==================== csel_sub_seq_flat
### Close-up of the layout, csel_sub_seq_flat

Scale bar: 20 µm. Region (19, 36) to (69, 86) µm. Cells in gray, sequential cells in the stronger gray; small squares are vias.
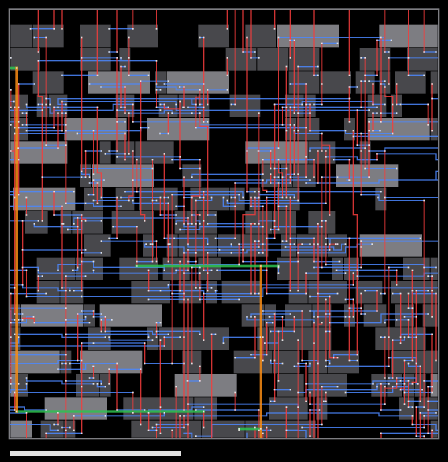

File: src/rtl/csel_sub_pkg.sv
// csel_sub_pkg: shared slice width and FSM state encoding for the carry-select subtractor
package csel_sub_pkg;
    localparam int SLICE_W = 4;
    typedef enum logic [1:0] {IDLE, RUN, DONE} sub_state_t;
endpackage

File: src/rtl/csel_sub_seq_if.sv
// csel_sub_seq_if: operand/result handshake bundle for csel_sub_seq
//   in_valid/in_ready + a, b, bin : operand channel (master -> slave)
//   out_valid/out_ready + diff, bout, ovf : result channel (slave -> master)
interface csel_sub_seq_if #(parameter int WIDTH = 16);
    logic             in_valid;
    logic             in_ready;
    logic [WIDTH-1:0] a;
    logic [WIDTH-1:0] b;
    logic             bin;
    logic             out_valid;
    logic             out_ready;
    logic [WIDTH-1:0] diff;
    logic             bout;
    logic             ovf;
    modport master (output in_valid, a, b, bin, out_ready,
                    input  in_ready, out_valid, diff, bout, ovf);
    modport slave  (input  in_valid, a, b, bin, out_ready,
                    output in_ready, out_valid, diff, bout, ovf);
endinterface

File: src/rtl/csel_sub_slice.sv
// csel_sub_slice: combinational 4-bit subtract slice with both borrow-in variants precomputed
//   a, b : slice operands   bsel : running borrow selecting the variant
//   d    : selected difference   bo : selected borrow out
module csel_sub_slice
    import csel_sub_pkg::*;
(
    input  logic [SLICE_W-1:0] a,
    input  logic [SLICE_W-1:0] b,
    input  logic               bsel,
    output logic [SLICE_W-1:0] d,
    output logic               bo
);
    logic [SLICE_W:0] d0, d1;
    // The extra top bit of each extended difference is that variant's borrow.
    assign d0 = {1'b0, a} - {1'b0, b};
    assign d1 = {1'b0, a} - {1'b0, b} - {{SLICE_W{1'b0}}, 1'b1};
    assign d  = bsel ? d1[SLICE_W-1:0] : d0[SLICE_W-1:0];
    assign bo = bsel ? d1[SLICE_W] : d0[SLICE_W];
endmodule

File: src/rtl/csel_sub_seq.sv
// csel_sub_seq: multi-cycle carry-select subtractor, one 4-bit slice per clock
//   clk, rst_n : clock and synchronous active-low reset
//   bus        : slave side of csel_sub_seq_if (operands in, diff/bout/ovf out)
module csel_sub_seq
    import csel_sub_pkg::*;
#(
    parameter int WIDTH = 16
) (
    input  logic           clk,
    input  logic           rst_n,
    csel_sub_seq_if.slave  bus
);
    localparam int NSLICE = WIDTH / SLICE_W;
    localparam int IW     = (NSLICE > 1) ? $clog2(NSLICE) : 1;
    localparam logic [1:0] ST_IDLE = IDLE;
    localparam logic [1:0] ST_RUN  = RUN;
    localparam logic [1:0] ST_DONE = DONE;

    if (WIDTH < SLICE_W || WIDTH % SLICE_W != 0) begin : g_bad_width
        $error("csel_sub_seq: WIDTH must be a positive multiple of 4");
    end

    logic [1:0]         state;
    logic [IW-1:0]      idx;
    logic [WIDTH-1:0]   a_r, b_r, diff_r;
    logic               brw, bout_r, ovf_r, vld;
    logic [SLICE_W-1:0] sd;
    logic               sbo, last;

    csel_sub_slice u_slice (
        .a    (a_r[idx*SLICE_W +: SLICE_W]),
        .b    (b_r[idx*SLICE_W +: SLICE_W]),
        .bsel (brw),
        .d    (sd),
        .bo   (sbo)
    );

    assign last          = (idx == IW'(NSLICE - 1));
    assign bus.in_ready  = (state == ST_IDLE);
    assign bus.out_valid = vld;
    assign bus.diff      = diff_r;
    assign bus.bout      = bout_r;
    assign bus.ovf       = ovf_r;

    always_ff @(posedge clk) begin
        if (!rst_n) begin
            state  <= ST_IDLE;
            idx    <= '0;
            a_r    <= '0;
            b_r    <= '0;
            brw    <= 1'b0;
            diff_r <= '0;
            bout_r <= 1'b0;
            ovf_r  <= 1'b0;
            vld    <= 1'b0;
        end else begin
            case (state)
                ST_IDLE: if (bus.in_valid) begin
                    a_r   <= bus.a;
                    b_r   <= bus.b;
                    brw   <= bus.bin;
                    idx   <= '0;
                    state <= ST_RUN;
                end
                ST_RUN: begin
                    diff_r[idx*SLICE_W +: SLICE_W] <= sd;
                    brw <= sbo;
                    idx <= idx + 1'b1;
                    if (last) begin
                        bout_r <= sbo;
                        // sd[3] is the final result MSB, written this same edge
                        ovf_r  <= (a_r[WIDTH-1] != b_r[WIDTH-1]) && (sd[SLICE_W-1] != a_r[WIDTH-1]);
                        vld    <= 1'b1;
                        state  <= ST_DONE;
                    end
                end
                ST_DONE: if (bus.out_ready) begin
                    vld   <= 1'b0;
                    state <= ST_IDLE;
                end
                default: state <= ST_IDLE;
            endcase
        end
    end
endmodule

File: src/flat_wrapper.sv
// flat-port wrapper written by rule: the top's interface ports become plain ports
module csel_sub_seq_flat import csel_sub_pkg::*;
#(
    parameter int WIDTH = 16
)
  (clk, rst_n, bus_in_valid, bus_a, bus_b, bus_bin, bus_out_ready, bus_in_ready, bus_out_valid, bus_diff, bus_bout, bus_ovf);
  csel_sub_seq_if #(.WIDTH(WIDTH)) bus_i ();
  input  logic clk;
  input  logic rst_n;
  input wire logic [$bits(bus_i.in_valid)-1:0] bus_in_valid;
  input wire logic [$bits(bus_i.a)-1:0] bus_a;
  input wire logic [$bits(bus_i.b)-1:0] bus_b;
  input wire logic [$bits(bus_i.bin)-1:0] bus_bin;
  input wire logic [$bits(bus_i.out_ready)-1:0] bus_out_ready;
  output wire logic [$bits(bus_i.in_ready)-1:0] bus_in_ready;
  output wire logic [$bits(bus_i.out_valid)-1:0] bus_out_valid;
  output wire logic [$bits(bus_i.diff)-1:0] bus_diff;
  output wire logic [$bits(bus_i.bout)-1:0] bus_bout;
  output wire logic [$bits(bus_i.ovf)-1:0] bus_ovf;
  assign bus_i.in_valid = bus_in_valid;
  assign bus_i.a = bus_a;
  assign bus_i.b = bus_b;
  assign bus_i.bin = bus_bin;
  assign bus_i.out_ready = bus_out_ready;
  assign bus_in_ready = bus_i.in_ready;
  assign bus_out_valid = bus_i.out_valid;
  assign bus_diff = bus_i.diff;
  assign bus_bout = bus_i.bout;
  assign bus_ovf = bus_i.ovf;
  csel_sub_seq #(.WIDTH(WIDTH)) u_core (.clk(clk), .rst_n(rst_n), .bus(bus_i));
endmodule
File: config.mk
export PLATFORM = sky130hd
export DESIGN_NAME = csel_sub_seq_flat
export DESIGN_NICKNAME = d
export VERILOG_FILES = /design/src/rtl/csel_sub_pkg.sv /design/src/rtl/csel_sub_seq_if.sv /design/src/rtl/csel_sub_slice.sv /design/src/rtl/csel_sub_seq.sv /design/src/flat_wrapper.sv
export SDC_FILE = /design/constraint.sdc
export NUM_CORES = 1
export LEC_CHECK = 0
export CAP_MARGIN = 10
export CORE_MARGIN = 3
export CORE_UTILIZATION = 40
export CTS_BUF_LIST = sky130_fd_sc_hd__clkbuf_8
export DETAILED_ROUTE_END_ITERATION = 16
export GPL_ROUTABILITY_DRIVEN = 0
export HOLD_SLACK_MARGIN = 0.05
export PLACE_DENSITY = 0.62
export SETUP_SLACK_MARGIN = 0.5
export SKIP_LAST_GASP = 1
export SLEW_MARGIN = 20
export SYNTH_ARGS = -nofsm -noshare
export SYNTH_HDL_FRONTEND = slang
export SYNTH_HIERARCHICAL = 1
export SYNTH_SLANG_ARGS = --single-unit
export TNS_END_PERCENT = 10
File: constraint.sdc
create_clock -name clk -period 3.6 [get_ports clk]
set_input_delay 0.36 -clock clk [delete_from_list [all_inputs] [get_ports clk]]
set_output_delay 0.36 -clock clk [all_outputs]
set_load 0.005 [all_outputs]
==================== mem_stage_access_ctrl
## config.mk

```make
export PLATFORM = sky130hd
export DESIGN_NAME = mem_stage_access_ctrl
export DESIGN_NICKNAME = d
export VERILOG_FILES = /design/src/rtl/mips_pkg.sv /design/src/rtl/mem_stage_access_ctrl_wait_timer.sv /design/src/rtl/mem_stage_access_ctrl.sv
export SDC_FILE = /design/constraint.sdc
export NUM_CORES = 1
export LEC_CHECK = 0
export CORE_UTILIZATION = 37
export CTS_CLUSTER_SIZE = 25
export DETAILED_ROUTE_END_ITERATION = 10
export GPL_TIMING_DRIVEN = 0
export PLACE_DENSITY = 0.78
export RECOVER_POWER = 100
export SYNTH_ARGS = -nofsm -noshare
export SYNTH_HDL_FRONTEND = slang
export SYNTH_HIERARCHICAL = 1
export SYNTH_SLANG_ARGS = --single-unit
```

## constraint.sdc

```tcl
create_clock -name clk -period 1.8 [get_ports clk]
set_input_delay 0.18 -clock clk [delete_from_list [all_inputs] [get_ports clk]]
set_output_delay 0.18 -clock clk [all_outputs]
set_load 0.05 [all_outputs]
```

## src/rtl/mips_pkg.sv

```systemverilog
// Shared constants and types for the 16-bit pipelined MIPS datapath.
package mips_pkg;

    localparam int unsigned DATA_W = 16;
    localparam int unsigned REG_AW = 3;

    typedef enum logic [1:0] {
        IDLE   = 2'd0,
        ACCESS = 2'd1,
        DONE   = 2'd2
    } mem_state_t;

endpackage

```

## src/rtl/mem_stage_access_ctrl_wait_timer.sv

```systemverilog
// Wait-cycle counter for an outstanding data-memory access.
// last_o is high when the next increment brings the count to MAX_WAIT.
module mem_wait_timer #(
    parameter int unsigned MAX_WAIT = 8
) (
    input  logic clk,
    input  logic rst,
    input  logic clr_i,
    input  logic inc_i,
    output logic last_o
);

    localparam int unsigned CNT_W = (MAX_WAIT < 2) ? 1 : $clog2(MAX_WAIT + 1);
    localparam logic [CNT_W-1:0] LAST_CNT = CNT_W'(MAX_WAIT - 1);
    localparam logic [CNT_W-1:0] MAX_CNT  = CNT_W'(MAX_WAIT);

    logic [CNT_W-1:0] count_q;
    logic [CNT_W-1:0] count_d;

    // Next count: clear wins, increment saturates at MAX_WAIT.
    always_comb begin
        count_d = count_q;
        if (clr_i) begin
            count_d = '0;
        end else if (inc_i && (count_q != MAX_CNT)) begin
            count_d = count_q + CNT_W'(1);
        end
    end

    // Count register.
    always_ff @(posedge clk) begin
        if (rst) begin
            count_q <= '0;
        end else begin
            count_q <= count_d;
        end
    end

    assign last_o = (count_q == LAST_CNT);

endmodule

```

## src/rtl/mem_stage_access_ctrl.sv

```systemverilog
// MEM-stage controller: performs the data-memory load/store over a
// req/ready handshake, stalls the pipeline while an access is in flight,
// resolves branches and presents the MEM/WB-bound data.
module mem_stage_access_ctrl #(
    parameter int unsigned DATA_W   = mips_pkg::DATA_W,
    parameter int unsigned REG_AW   = mips_pkg::REG_AW,
    parameter int unsigned MAX_WAIT = 8
) (
    input  logic              clk,
    input  logic              rst,
    input  logic              branch_in,
    input  logic              mem_write_in,
    input  logic              mem_read_in,
    input  logic              mem_to_reg_in,
    input  logic              reg_write_in,
    input  logic              zero_in,
    input  logic [DATA_W-1:0] branch_target_in,
    input  logic [DATA_W-1:0] alu_result_in,
    input  logic [DATA_W-1:0] write_data_in,
    input  logic [REG_AW-1:0] write_reg_in,
    output logic              dmem_req,
    output logic              dmem_we,
    output logic [DATA_W-1:0] dmem_addr,
    output logic [DATA_W-1:0] dmem_wdata,
    input  logic [DATA_W-1:0] dmem_rdata,
    input  logic              dmem_ready,
    output logic              pipe_en,
    output logic              pc_src,
    output logic [DATA_W-1:0] pc_target,
    output logic [DATA_W-1:0] mem_read_data,
    output logic [DATA_W-1:0] alu_result_out,
    output logic [REG_AW-1:0] write_reg_out,
    output logic              reg_write_out,
    output logic              mem_to_reg_out,
    output logic              mem_timeout
);

    import mips_pkg::*;

    mem_state_t        state_q, state_d;
    logic              req_q, req_d;
    logic              we_q, we_d;
    logic [DATA_W-1:0] addr_q, addr_d;
    logic [DATA_W-1:0] wdata_q, wdata_d;
    logic [DATA_W-1:0] rdata_q, rdata_d;
    logic              timeout_q, timeout_d;

    logic              access_c;
    logic              timer_clr_c;
    logic              timer_inc_c;
    logic              timer_last_c;

    assign access_c = mem_read_in | mem_write_in;

    // Counts not-ready ACCESS edges; last_o marks the edge that would hit MAX_WAIT.
    mem_wait_timer #(
        .MAX_WAIT (MAX_WAIT)
    ) u_wait_timer (
        .clk    (clk),
        .rst    (rst),
        .clr_i  (timer_clr_c),
        .inc_i  (timer_inc_c),
        .last_o (timer_last_c)
    );

    // Next-state and registered-output logic for the access FSM.
    always_comb begin
        state_d     = state_q;
        req_d       = req_q;
        we_d        = we_q;
        addr_d      = addr_q;
        wdata_d     = wdata_q;
        rdata_d     = rdata_q;
        timeout_d   = timeout_q;
        timer_clr_c = 1'b0;
        timer_inc_c = 1'b0;

        unique case (state_q)
            IDLE: begin
                if (access_c) begin
                    addr_d      = alu_result_in;
                    wdata_d     = write_data_in;
                    we_d        = mem_write_in;
                    req_d       = 1'b1;
                    timer_clr_c = 1'b1;
                    state_d     = ACCESS;
                end
            end
            ACCESS: begin
                if (dmem_ready) begin
                    // Ready beats a simultaneous timeout.
                    if (!we_q) begin
                        rdata_d = dmem_rdata;
                    end
                    req_d   = 1'b0;
                    we_d    = 1'b0;
                    state_d = DONE;
                end else begin
                    timer_inc_c = 1'b1;
                    if (timer_last_c) begin
                        timeout_d = 1'b1;
                        rdata_d   = '0;
                        req_d     = 1'b0;
                        state_d   = DONE;
                    end
                end
            end
            DONE: begin
                state_d = IDLE;
            end
            default: begin
                state_d = IDLE;
            end
        endcase
    end

    // State and output registers; reset also aborts any access in flight.
    always_ff @(posedge clk) begin
        if (rst) begin
            state_q   <= IDLE;
            req_q     <= 1'b0;
            we_q      <= 1'b0;
            addr_q    <= '0;
            wdata_q   <= '0;
            rdata_q   <= '0;
            timeout_q <= 1'b0;
        end else begin
            state_q   <= state_d;
            req_q     <= req_d;
            we_q      <= we_d;
            addr_q    <= addr_d;
            wdata_q   <= wdata_d;
            rdata_q   <= rdata_d;
            timeout_q <= timeout_d;
        end
    end

    assign dmem_req      = req_q;
    assign dmem_we       = we_q;
    assign dmem_addr     = addr_q;
    assign dmem_wdata    = wdata_q;
    assign mem_read_data = rdata_q;
    assign mem_timeout   = timeout_q;

    // Stall while a memory instruction is detected or in flight.
    assign pipe_en = ((state_q == IDLE) && !access_c) || (state_q == DONE);

    // Branches resolve only when no access is being processed.
    assign pc_src    = branch_in & zero_in & (state_q == IDLE);
    assign pc_target = branch_target_in;

    assign alu_result_out = alu_result_in;
    assign write_reg_out  = write_reg_in;
    assign reg_write_out  = reg_write_in;
    assign mem_to_reg_out = mem_to_reg_in;

endmodule
```

==================== arcade_input_mapper
**src/rtl/arcade_input_mapper.sv**
```systemverilog
// Player-input front end: PS/2 key state, joystick merge, screen rotation, coin pulse sequencer.
// Latency: joystick->outputs 1 clk_sys edge, PS/2 event->outputs 2 edges, coin edge->coin pulse 2 edges.
// Backpressure: none; inputs sampled every clock, surplus coin requests beyond one pending are dropped.
module arcade_input_mapper #(
   parameter int          PLAYERS    = 2,
   parameter logic [23:0] COIN_PULSE = 24'd2400000,
   parameter logic [23:0] COIN_GAP   = 24'd1200000
) (
   input  logic        clk_sys,
   input  logic        reset_n,
   input  logic [10:0] ps2_key,
   input  logic [15:0] joystick_0,
   input  logic [15:0] joystick_1,
   input  logic [1:0]  rotate,
   input  logic        auto_coin,
   output logic [3:0]  p1_dir,
   output logic [3:0]  p2_dir,
   output logic        p1_fire,
   output logic        p2_fire,
   output logic        start1,
   output logic        start2,
   output logic        cheat,
   output logic        coin,
   output logic [7:0]  coin_count
);

   // A single player cabinet folds player-2 controls onto player 1
   localparam bit SOLO = (PLAYERS == 1);

   typedef struct packed {
      logic p1_u;
      logic p1_d;
      logic p1_l;
      logic p1_r;
      logic p1_fire_sp;
      logic p1_fire_ctl;
      logic p2_u;
      logic p2_d;
      logic p2_l;
      logic p2_r;
      logic p2_fire;
      logic start1;
      logic start2;
      logic cheat;
      logic coin;
   } key_state_t;

   typedef enum logic [1:0] {
      ST_IDLE,
      ST_PULSE,
      ST_GAP
   } coin_state_t;

   key_state_t  keys;
   logic        old_toggle;
   logic        armed;

   logic [3:0]  p1_phys;
   logic [3:0]  p2_phys;
   logic        p1_fire_c;
   logic        p2_fire_c;
   logic        start1_src;
   logic        start2_src;
   logic        req;
   logic        req_q;
   logic        req_prev;
   logic        trigger;

   coin_state_t state;
   logic [23:0] cnt;
   logic        pending;

   // Joystick bits [15:8] carry nothing this block uses
   logic        unused_joy_bits;
   assign unused_joy_bits = ^{joystick_0[15:8], joystick_1[15:8]};

   // Joystick layout {U,D,L,R} at [3:0] repacked to output order {D,R,L,U}
   function automatic logic [3:0] joy_dir(input logic [15:0] joy);
      return {joy[2], joy[0], joy[1], joy[3]};
   endfunction

   // Map physical {D,R,L,U} to logical {D,R,L,U} for the screen orientation
   function automatic logic [3:0] orient(input logic [1:0] rot, input logic [3:0] d);
      logic [3:0] res;
      case (rot)
         2'd0:    res = d;
         2'd1:    res = {d[2], d[0], d[3], d[1]};
         2'd2:    res = {d[1], d[3], d[0], d[2]};
         default: res = {d[0], d[1], d[2], d[3]};
      endcase
      return res;
   endfunction

   // PS/2 event decode: first clock after reset only latches the toggle level
   always_ff @(posedge clk_sys or negedge reset_n) begin
      if (!reset_n) begin
         keys       <= '0;
         old_toggle <= 1'b0;
         armed      <= 1'b0;
      end else if (!armed) begin
         old_toggle <= ps2_key[10];
         armed      <= 1'b1;
      end else if (ps2_key[10] != old_toggle) begin
         old_toggle <= ps2_key[10];
         case (ps2_key[8:0])
            9'h175:  keys.p1_u        <= ps2_key[9];
            9'h172:  keys.p1_d        <= ps2_key[9];
            9'h16B:  keys.p1_l        <= ps2_key[9];
            9'h174:  keys.p1_r        <= ps2_key[9];
            9'h029:  keys.p1_fire_sp  <= ps2_key[9];
            9'h014:  keys.p1_fire_ctl <= ps2_key[9];
            9'h02D:  keys.p2_u        <= ps2_key[9];
            9'h02B:  keys.p2_d        <= ps2_key[9];
            9'h023:  keys.p2_l        <= ps2_key[9];
            9'h034:  keys.p2_r        <= ps2_key[9];
            9'h01C:  keys.p2_fire     <= ps2_key[9];
            9'h005:  keys.start1      <= ps2_key[9];
            9'h006:  keys.start2      <= ps2_key[9];
            9'h003:  keys.cheat       <= ps2_key[9];
            9'h02E:  keys.coin        <= ps2_key[9];
            default: ;
         endcase
      end
   end

   // Merge keyboard and joysticks into physical controls and the coin request
   always_comb begin
      p1_phys    = {keys.p1_d, keys.p1_r, keys.p1_l, keys.p1_u} | joy_dir(joystick_0);
      p2_phys    = {keys.p2_d, keys.p2_r, keys.p2_l, keys.p2_u} | joy_dir(joystick_1);
      p1_fire_c  = keys.p1_fire_sp | keys.p1_fire_ctl | joystick_0[4];
      p2_fire_c  = keys.p2_fire | joystick_1[4];
      if (SOLO) begin
         p1_phys   = p1_phys | p2_phys;
         p1_fire_c = p1_fire_c | p2_fire_c;
      end
      start1_src = keys.start1 | joystick_0[5] | joystick_1[5];
      start2_src = keys.start2 | joystick_0[6] | joystick_1[6];
      req        = keys.coin | joystick_0[7] | joystick_1[7] |
                   (auto_coin & (start1_src | start2_src));
   end

   // Registered active-high player outputs, rotation applied at this stage
   always_ff @(posedge clk_sys or negedge reset_n) begin
      if (!reset_n) begin
         p1_dir  <= 4'b0;
         p2_dir  <= 4'b0;
         p1_fire <= 1'b0;
         p2_fire <= 1'b0;
         start1  <= 1'b0;
         start2  <= 1'b0;
         cheat   <= 1'b0;
      end else begin
         p1_dir  <= orient(rotate, p1_phys);
         p2_dir  <= SOLO ? 4'b0 : orient(rotate, p2_phys);
         p1_fire <= p1_fire_c;
         p2_fire <= SOLO ? 1'b0 : p2_fire_c;
         start1  <= start1_src;
         start2  <= start2_src;
         cheat   <= keys.cheat;
      end
   end

   // Register the coin request and keep its previous value for edge detection
   always_ff @(posedge clk_sys or negedge reset_n) begin
      if (!reset_n) begin
         req_q    <= 1'b0;
         req_prev <= 1'b0;
      end else begin
         req_q    <= req;
         req_prev <= req_q;
      end
   end

   assign trigger = req_q & ~req_prev;

   // Coin sequencer: fixed-width pulse, enforced gap, one-deep request queue
   always_ff @(posedge clk_sys or negedge reset_n) begin
      if (!reset_n) begin
         state      <= ST_IDLE;
         cnt        <= 24'd0;
         pending    <= 1'b0;
         coin       <= 1'b0;
         coin_count <= 8'd0;
      end else begin
         case (state)
            ST_IDLE: begin
               if (trigger) begin
                  state      <= ST_PULSE;
                  cnt        <= COIN_PULSE - 24'd1;
                  coin       <= 1'b1;
                  coin_count <= coin_count + 8'd1;
               end
            end
            ST_PULSE: begin
               if (trigger) pending <= 1'b1;
               if (cnt == 24'd0) begin
                  state <= ST_GAP;
                  cnt   <= COIN_GAP - 24'd1;
                  coin  <= 1'b0;
               end else begin
                  cnt <= cnt - 24'd1;
               end
            end
            ST_GAP: begin
               if (cnt == 24'd0) begin
                  // A trigger landing on expiry is served like a pending one
                  if (pending || trigger) begin
                     state      <= ST_PULSE;
                     cnt        <= COIN_PULSE - 24'd1;
                     coin       <= 1'b1;
                     coin_count <= coin_count + 8'd1;
                     pending    <= 1'b0;
                  end else begin
                     state <= ST_IDLE;
                  end
               end else begin
                  cnt <= cnt - 24'd1;
                  if (trigger) pending <= 1'b1;
               end
            end
            default: begin
               state <= ST_IDLE;
               coin  <= 1'b0;
            end
         endcase
      end
   end

endmodule
```
**config.mk**
```make
export PLATFORM = sky130hd
export DESIGN_NAME = arcade_input_mapper
export DESIGN_NICKNAME = d
export VERILOG_FILES = /design/src/rtl/arcade_input_mapper.sv
export SDC_FILE = /design/constraint.sdc
export NUM_CORES = 1
export LEC_CHECK = 0
export ABC_AREA = 1
export CORE_MARGIN = 2
export CORE_UTILIZATION = 55
export DETAILED_ROUTE_END_ITERATION = 6
export PLACE_DENSITY = 0.85
export SLEW_MARGIN = 20
export SYNTH_ARGS = -nofsm -noshare
export SYNTH_HDL_FRONTEND = slang
export SYNTH_SLANG_ARGS = --single-unit
```
**constraint.sdc**
```tcl
create_clock -name clk_sys -period 3.5 [get_ports clk_sys]
set_clock_uncertainty 0.15 [all_clocks]
set_input_delay 0.525 -clock clk_sys [delete_from_list [all_inputs] [get_ports clk_sys]]
set_output_delay 0.525 -clock clk_sys [all_outputs]
set_load 0.01 [all_outputs]
```
### Sequential cells colored by netlist name, arcade_input_mapper

Scale bar: 20 µm. Other sequential cells in the stronger gray, the rest of the logic in the fainter gray.
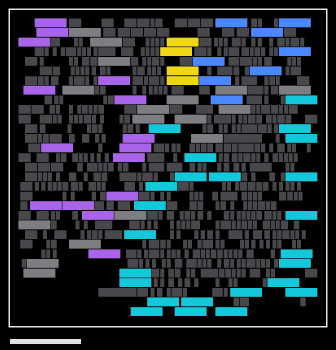
| color | netlist name | flops |
|---|---|---|
| blue | `coin_count` | 8 |
| cyan | `cnt` | 24 |
| purple | `keys` | 15 |
| yellow | `p2_dir` | 4 |
not colored: 17

==> Changelog: implementation, arcade_input_mapper <==
### Metrics

- Status: finished clean
- Largest net degree at the start of global routing: 25
- Flip-flop and latch area: 0.001702 mm²
- Post-Synthesis Cells: 553
- Setup Slack @ Placement: 1155 ps
- Largest power group: combinational logic
- CP Max Fanout: 16
- Total power: 3107 µW
- Yosys warnings: 0
- Total Routing Usage GR: 24.22%
- Die height: 89.30 µm
- H-tree depth: 3
- Most used routing layer: met2
- Placement Cell Area: 0.004607 mm²
- VDD IR max: 0.3168 mV
- Critical Path Source Type: register
- Non-clock buffers, area share: 11.53%
- Dominant synthesized flop cell: dfrtp_1
- Min-Delay Startpoint: keys[1]$_DFFE_PN0P_
- Routed wire length on met2: 4533 µm
- Xor+xnor area frac: 2.189%
- First DRT Iteration DRCs: 227
- Clock network area share: 4.602%
- Setup CP Type: register to register
- Area share, top type: 42.53%
- Comb_multi_in: 411
- Comb/total area: 40.98%
- Critical Path RT: 3620 ps
- Fmax: 416.8 MHz
- Endpoints failing setup: 0
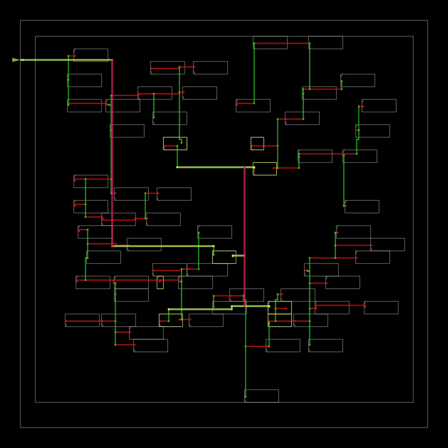
*The clock network, csel_sub_seq_flat*
later-pin clock latency in the skew report: 300 ps
clk_skew: 4.206 ps
flop count: 56

### Sequential cells colored by netlist name, csel_sub_seq_flat

Scale bar: 20 µm. Other sequential cells in the stronger gray, the rest of the logic in the fainter gray.
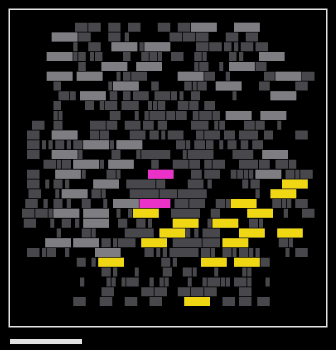
| color | netlist name | flops |
|---|---|---|
| yellow | `u_core/b_r` | 16 |
| magenta | `u_core/idx` | 2 |

About 'Close-up of the layout' of csel_sub_seq_flat:
| color | layer |
|---|---|
| blue | met1 |
| green | met3 |
| red | met2 |
| orange | met4 |
most frequent: nand2_1 (25), dfxtp_1 (19), clkdlybuf4s50_1 (18)
netlist names of flops here include: `u_core/bus.diff` (11), `u_core/a_r` (5)
cells with their middle in the window: 156
sequential cells in the window: 19

==> Changelog: implementation, csel_sub_seq_flat <==
### Metrics

- Initial antenna violation count: 0
- Combinational Power: 279 µW
- Gate Area: 0.001456 mm²
- Vias per cell: 5.116
- Die Area: 0.007698 mm²
- Main logic family after synthesis: simple AND/OR/NAND/NOR gates
- Reg2reg path depth: 12
- Met3 routed WL: 158 µm
- Comb/total area: 42.79%
- Detailed-route wire length: 5910 µm
- Status: finished clean
- Flip-flop and latch area: 0.001125 mm²
- Post-synth area from yosys stat: 0.002673 mm²
- Xor+xnor area frac: 1.639%
- Yosys adder share: 5.899%
- Routed via count: 2159
- Final instance area: 0.003403 mm²
- Diodes inserted: 0
- Post-DP HPWL: 4550 µm
- Power Density: 382.2 mW/mm²
- CP Max Fanout: 5
- Met1 Usage GRT: 23.01%
- I/O pin cnt: 57
- Ys flops: 56
- Final TNS setup: 0 ps
- Dominant logic cell type in the layout: nand2_1
- Routed wire length on met2: 2662 µm
- Net switching power figure: 358.3 µW
- VDD IR max: 0.1669 mV
### Met1 routing, mem_stage_access_ctrl

Scale bar: 20 µm.
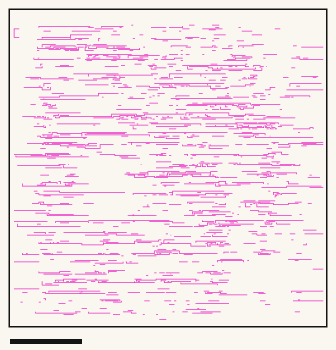
main direction: horizontal
longest straight run: 22.5 µm
met1 Usage GRT: 22.07%
routed via count: 2771

==> Changelog: implementation, mem_stage_access_ctrl <==
### Metrics

- Cts hold-fix bufs: 0
- Min-Delay Endpoint: dmem_wdata[7]$_SDFFE_PP0P_
- Status: finished clean
- Synthesized cell area: 0.002738 mm²
- Number of enable flip-flop cells: 0
- Nonclk buf count: 207
- Final min period: 1766 ps
- Dominant logic cell type in the layout: clkdlybuf4s50_1
- Num CTS Buffers: 9
- GR Overflow Total: 0
- Fp util: 39.21%
- Critical Path RT: 1620 ps
- Tool warning count: 27
- Flop count: 57
- Nets: 547
- Reg-to-reg critical path endpoint: mem_read_data[0]$_SDFFE_PP0P_
- Hold Path Class: primary input to register
- Met3 routed WL: 655 µm
- Yosys adder share: 0.9141%
- Hold Vio Cnt, Final: 0
- Sequential group power: 1380 µW
- Async SR Flop Fraction: 0%
- Seq area share: 25.23%
- Input/output buffers: 144
- Critical Path End: alu_result_out[2]
- Post-Synthesis Cells: 312
- Sequential Power Share: 37.0%
- Final tally of max-slew violations: 0

==> layout pictures side by side <==
Ports around the boundary.
Scale bar: 20 µm. Pins as bars across the die edge, other pins in gray.
(a)
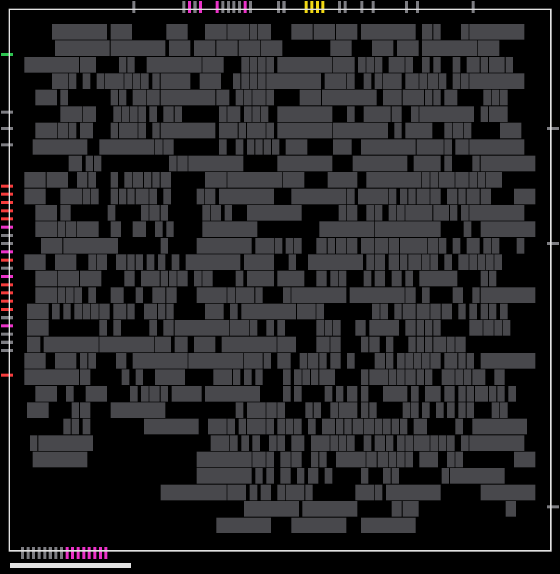
(b)
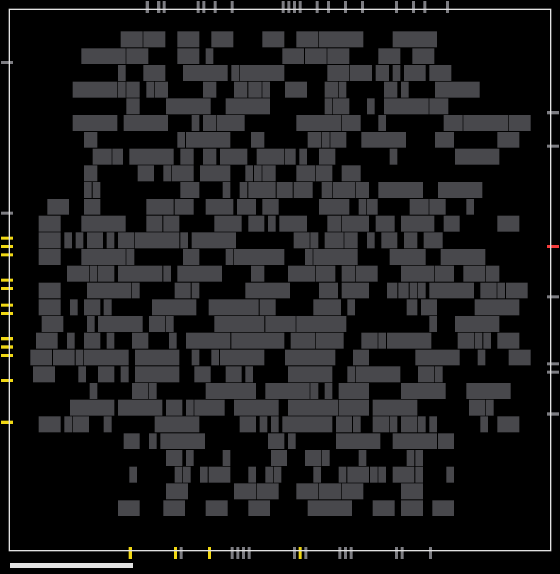
(c)
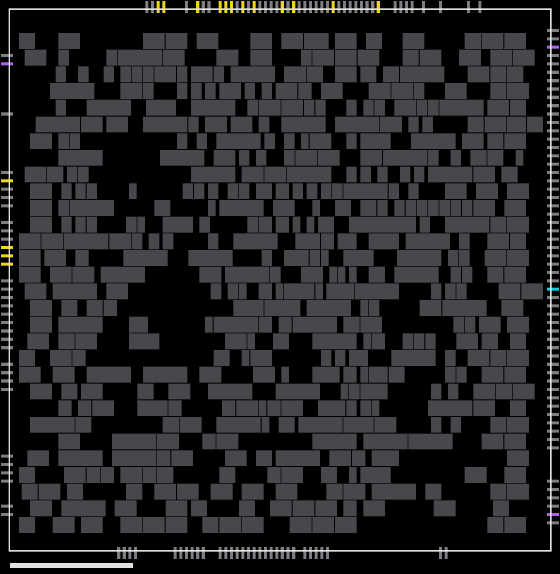
The one with the fewest pins is (b).
The one with the most pins is (c).
- (a) = arcade_input_mapper
- (c) = mem_stage_access_ctrl
- (b) = csel_sub_seq_flat


Power figures rest on the tool's default switching activity, not on a simulated workload.
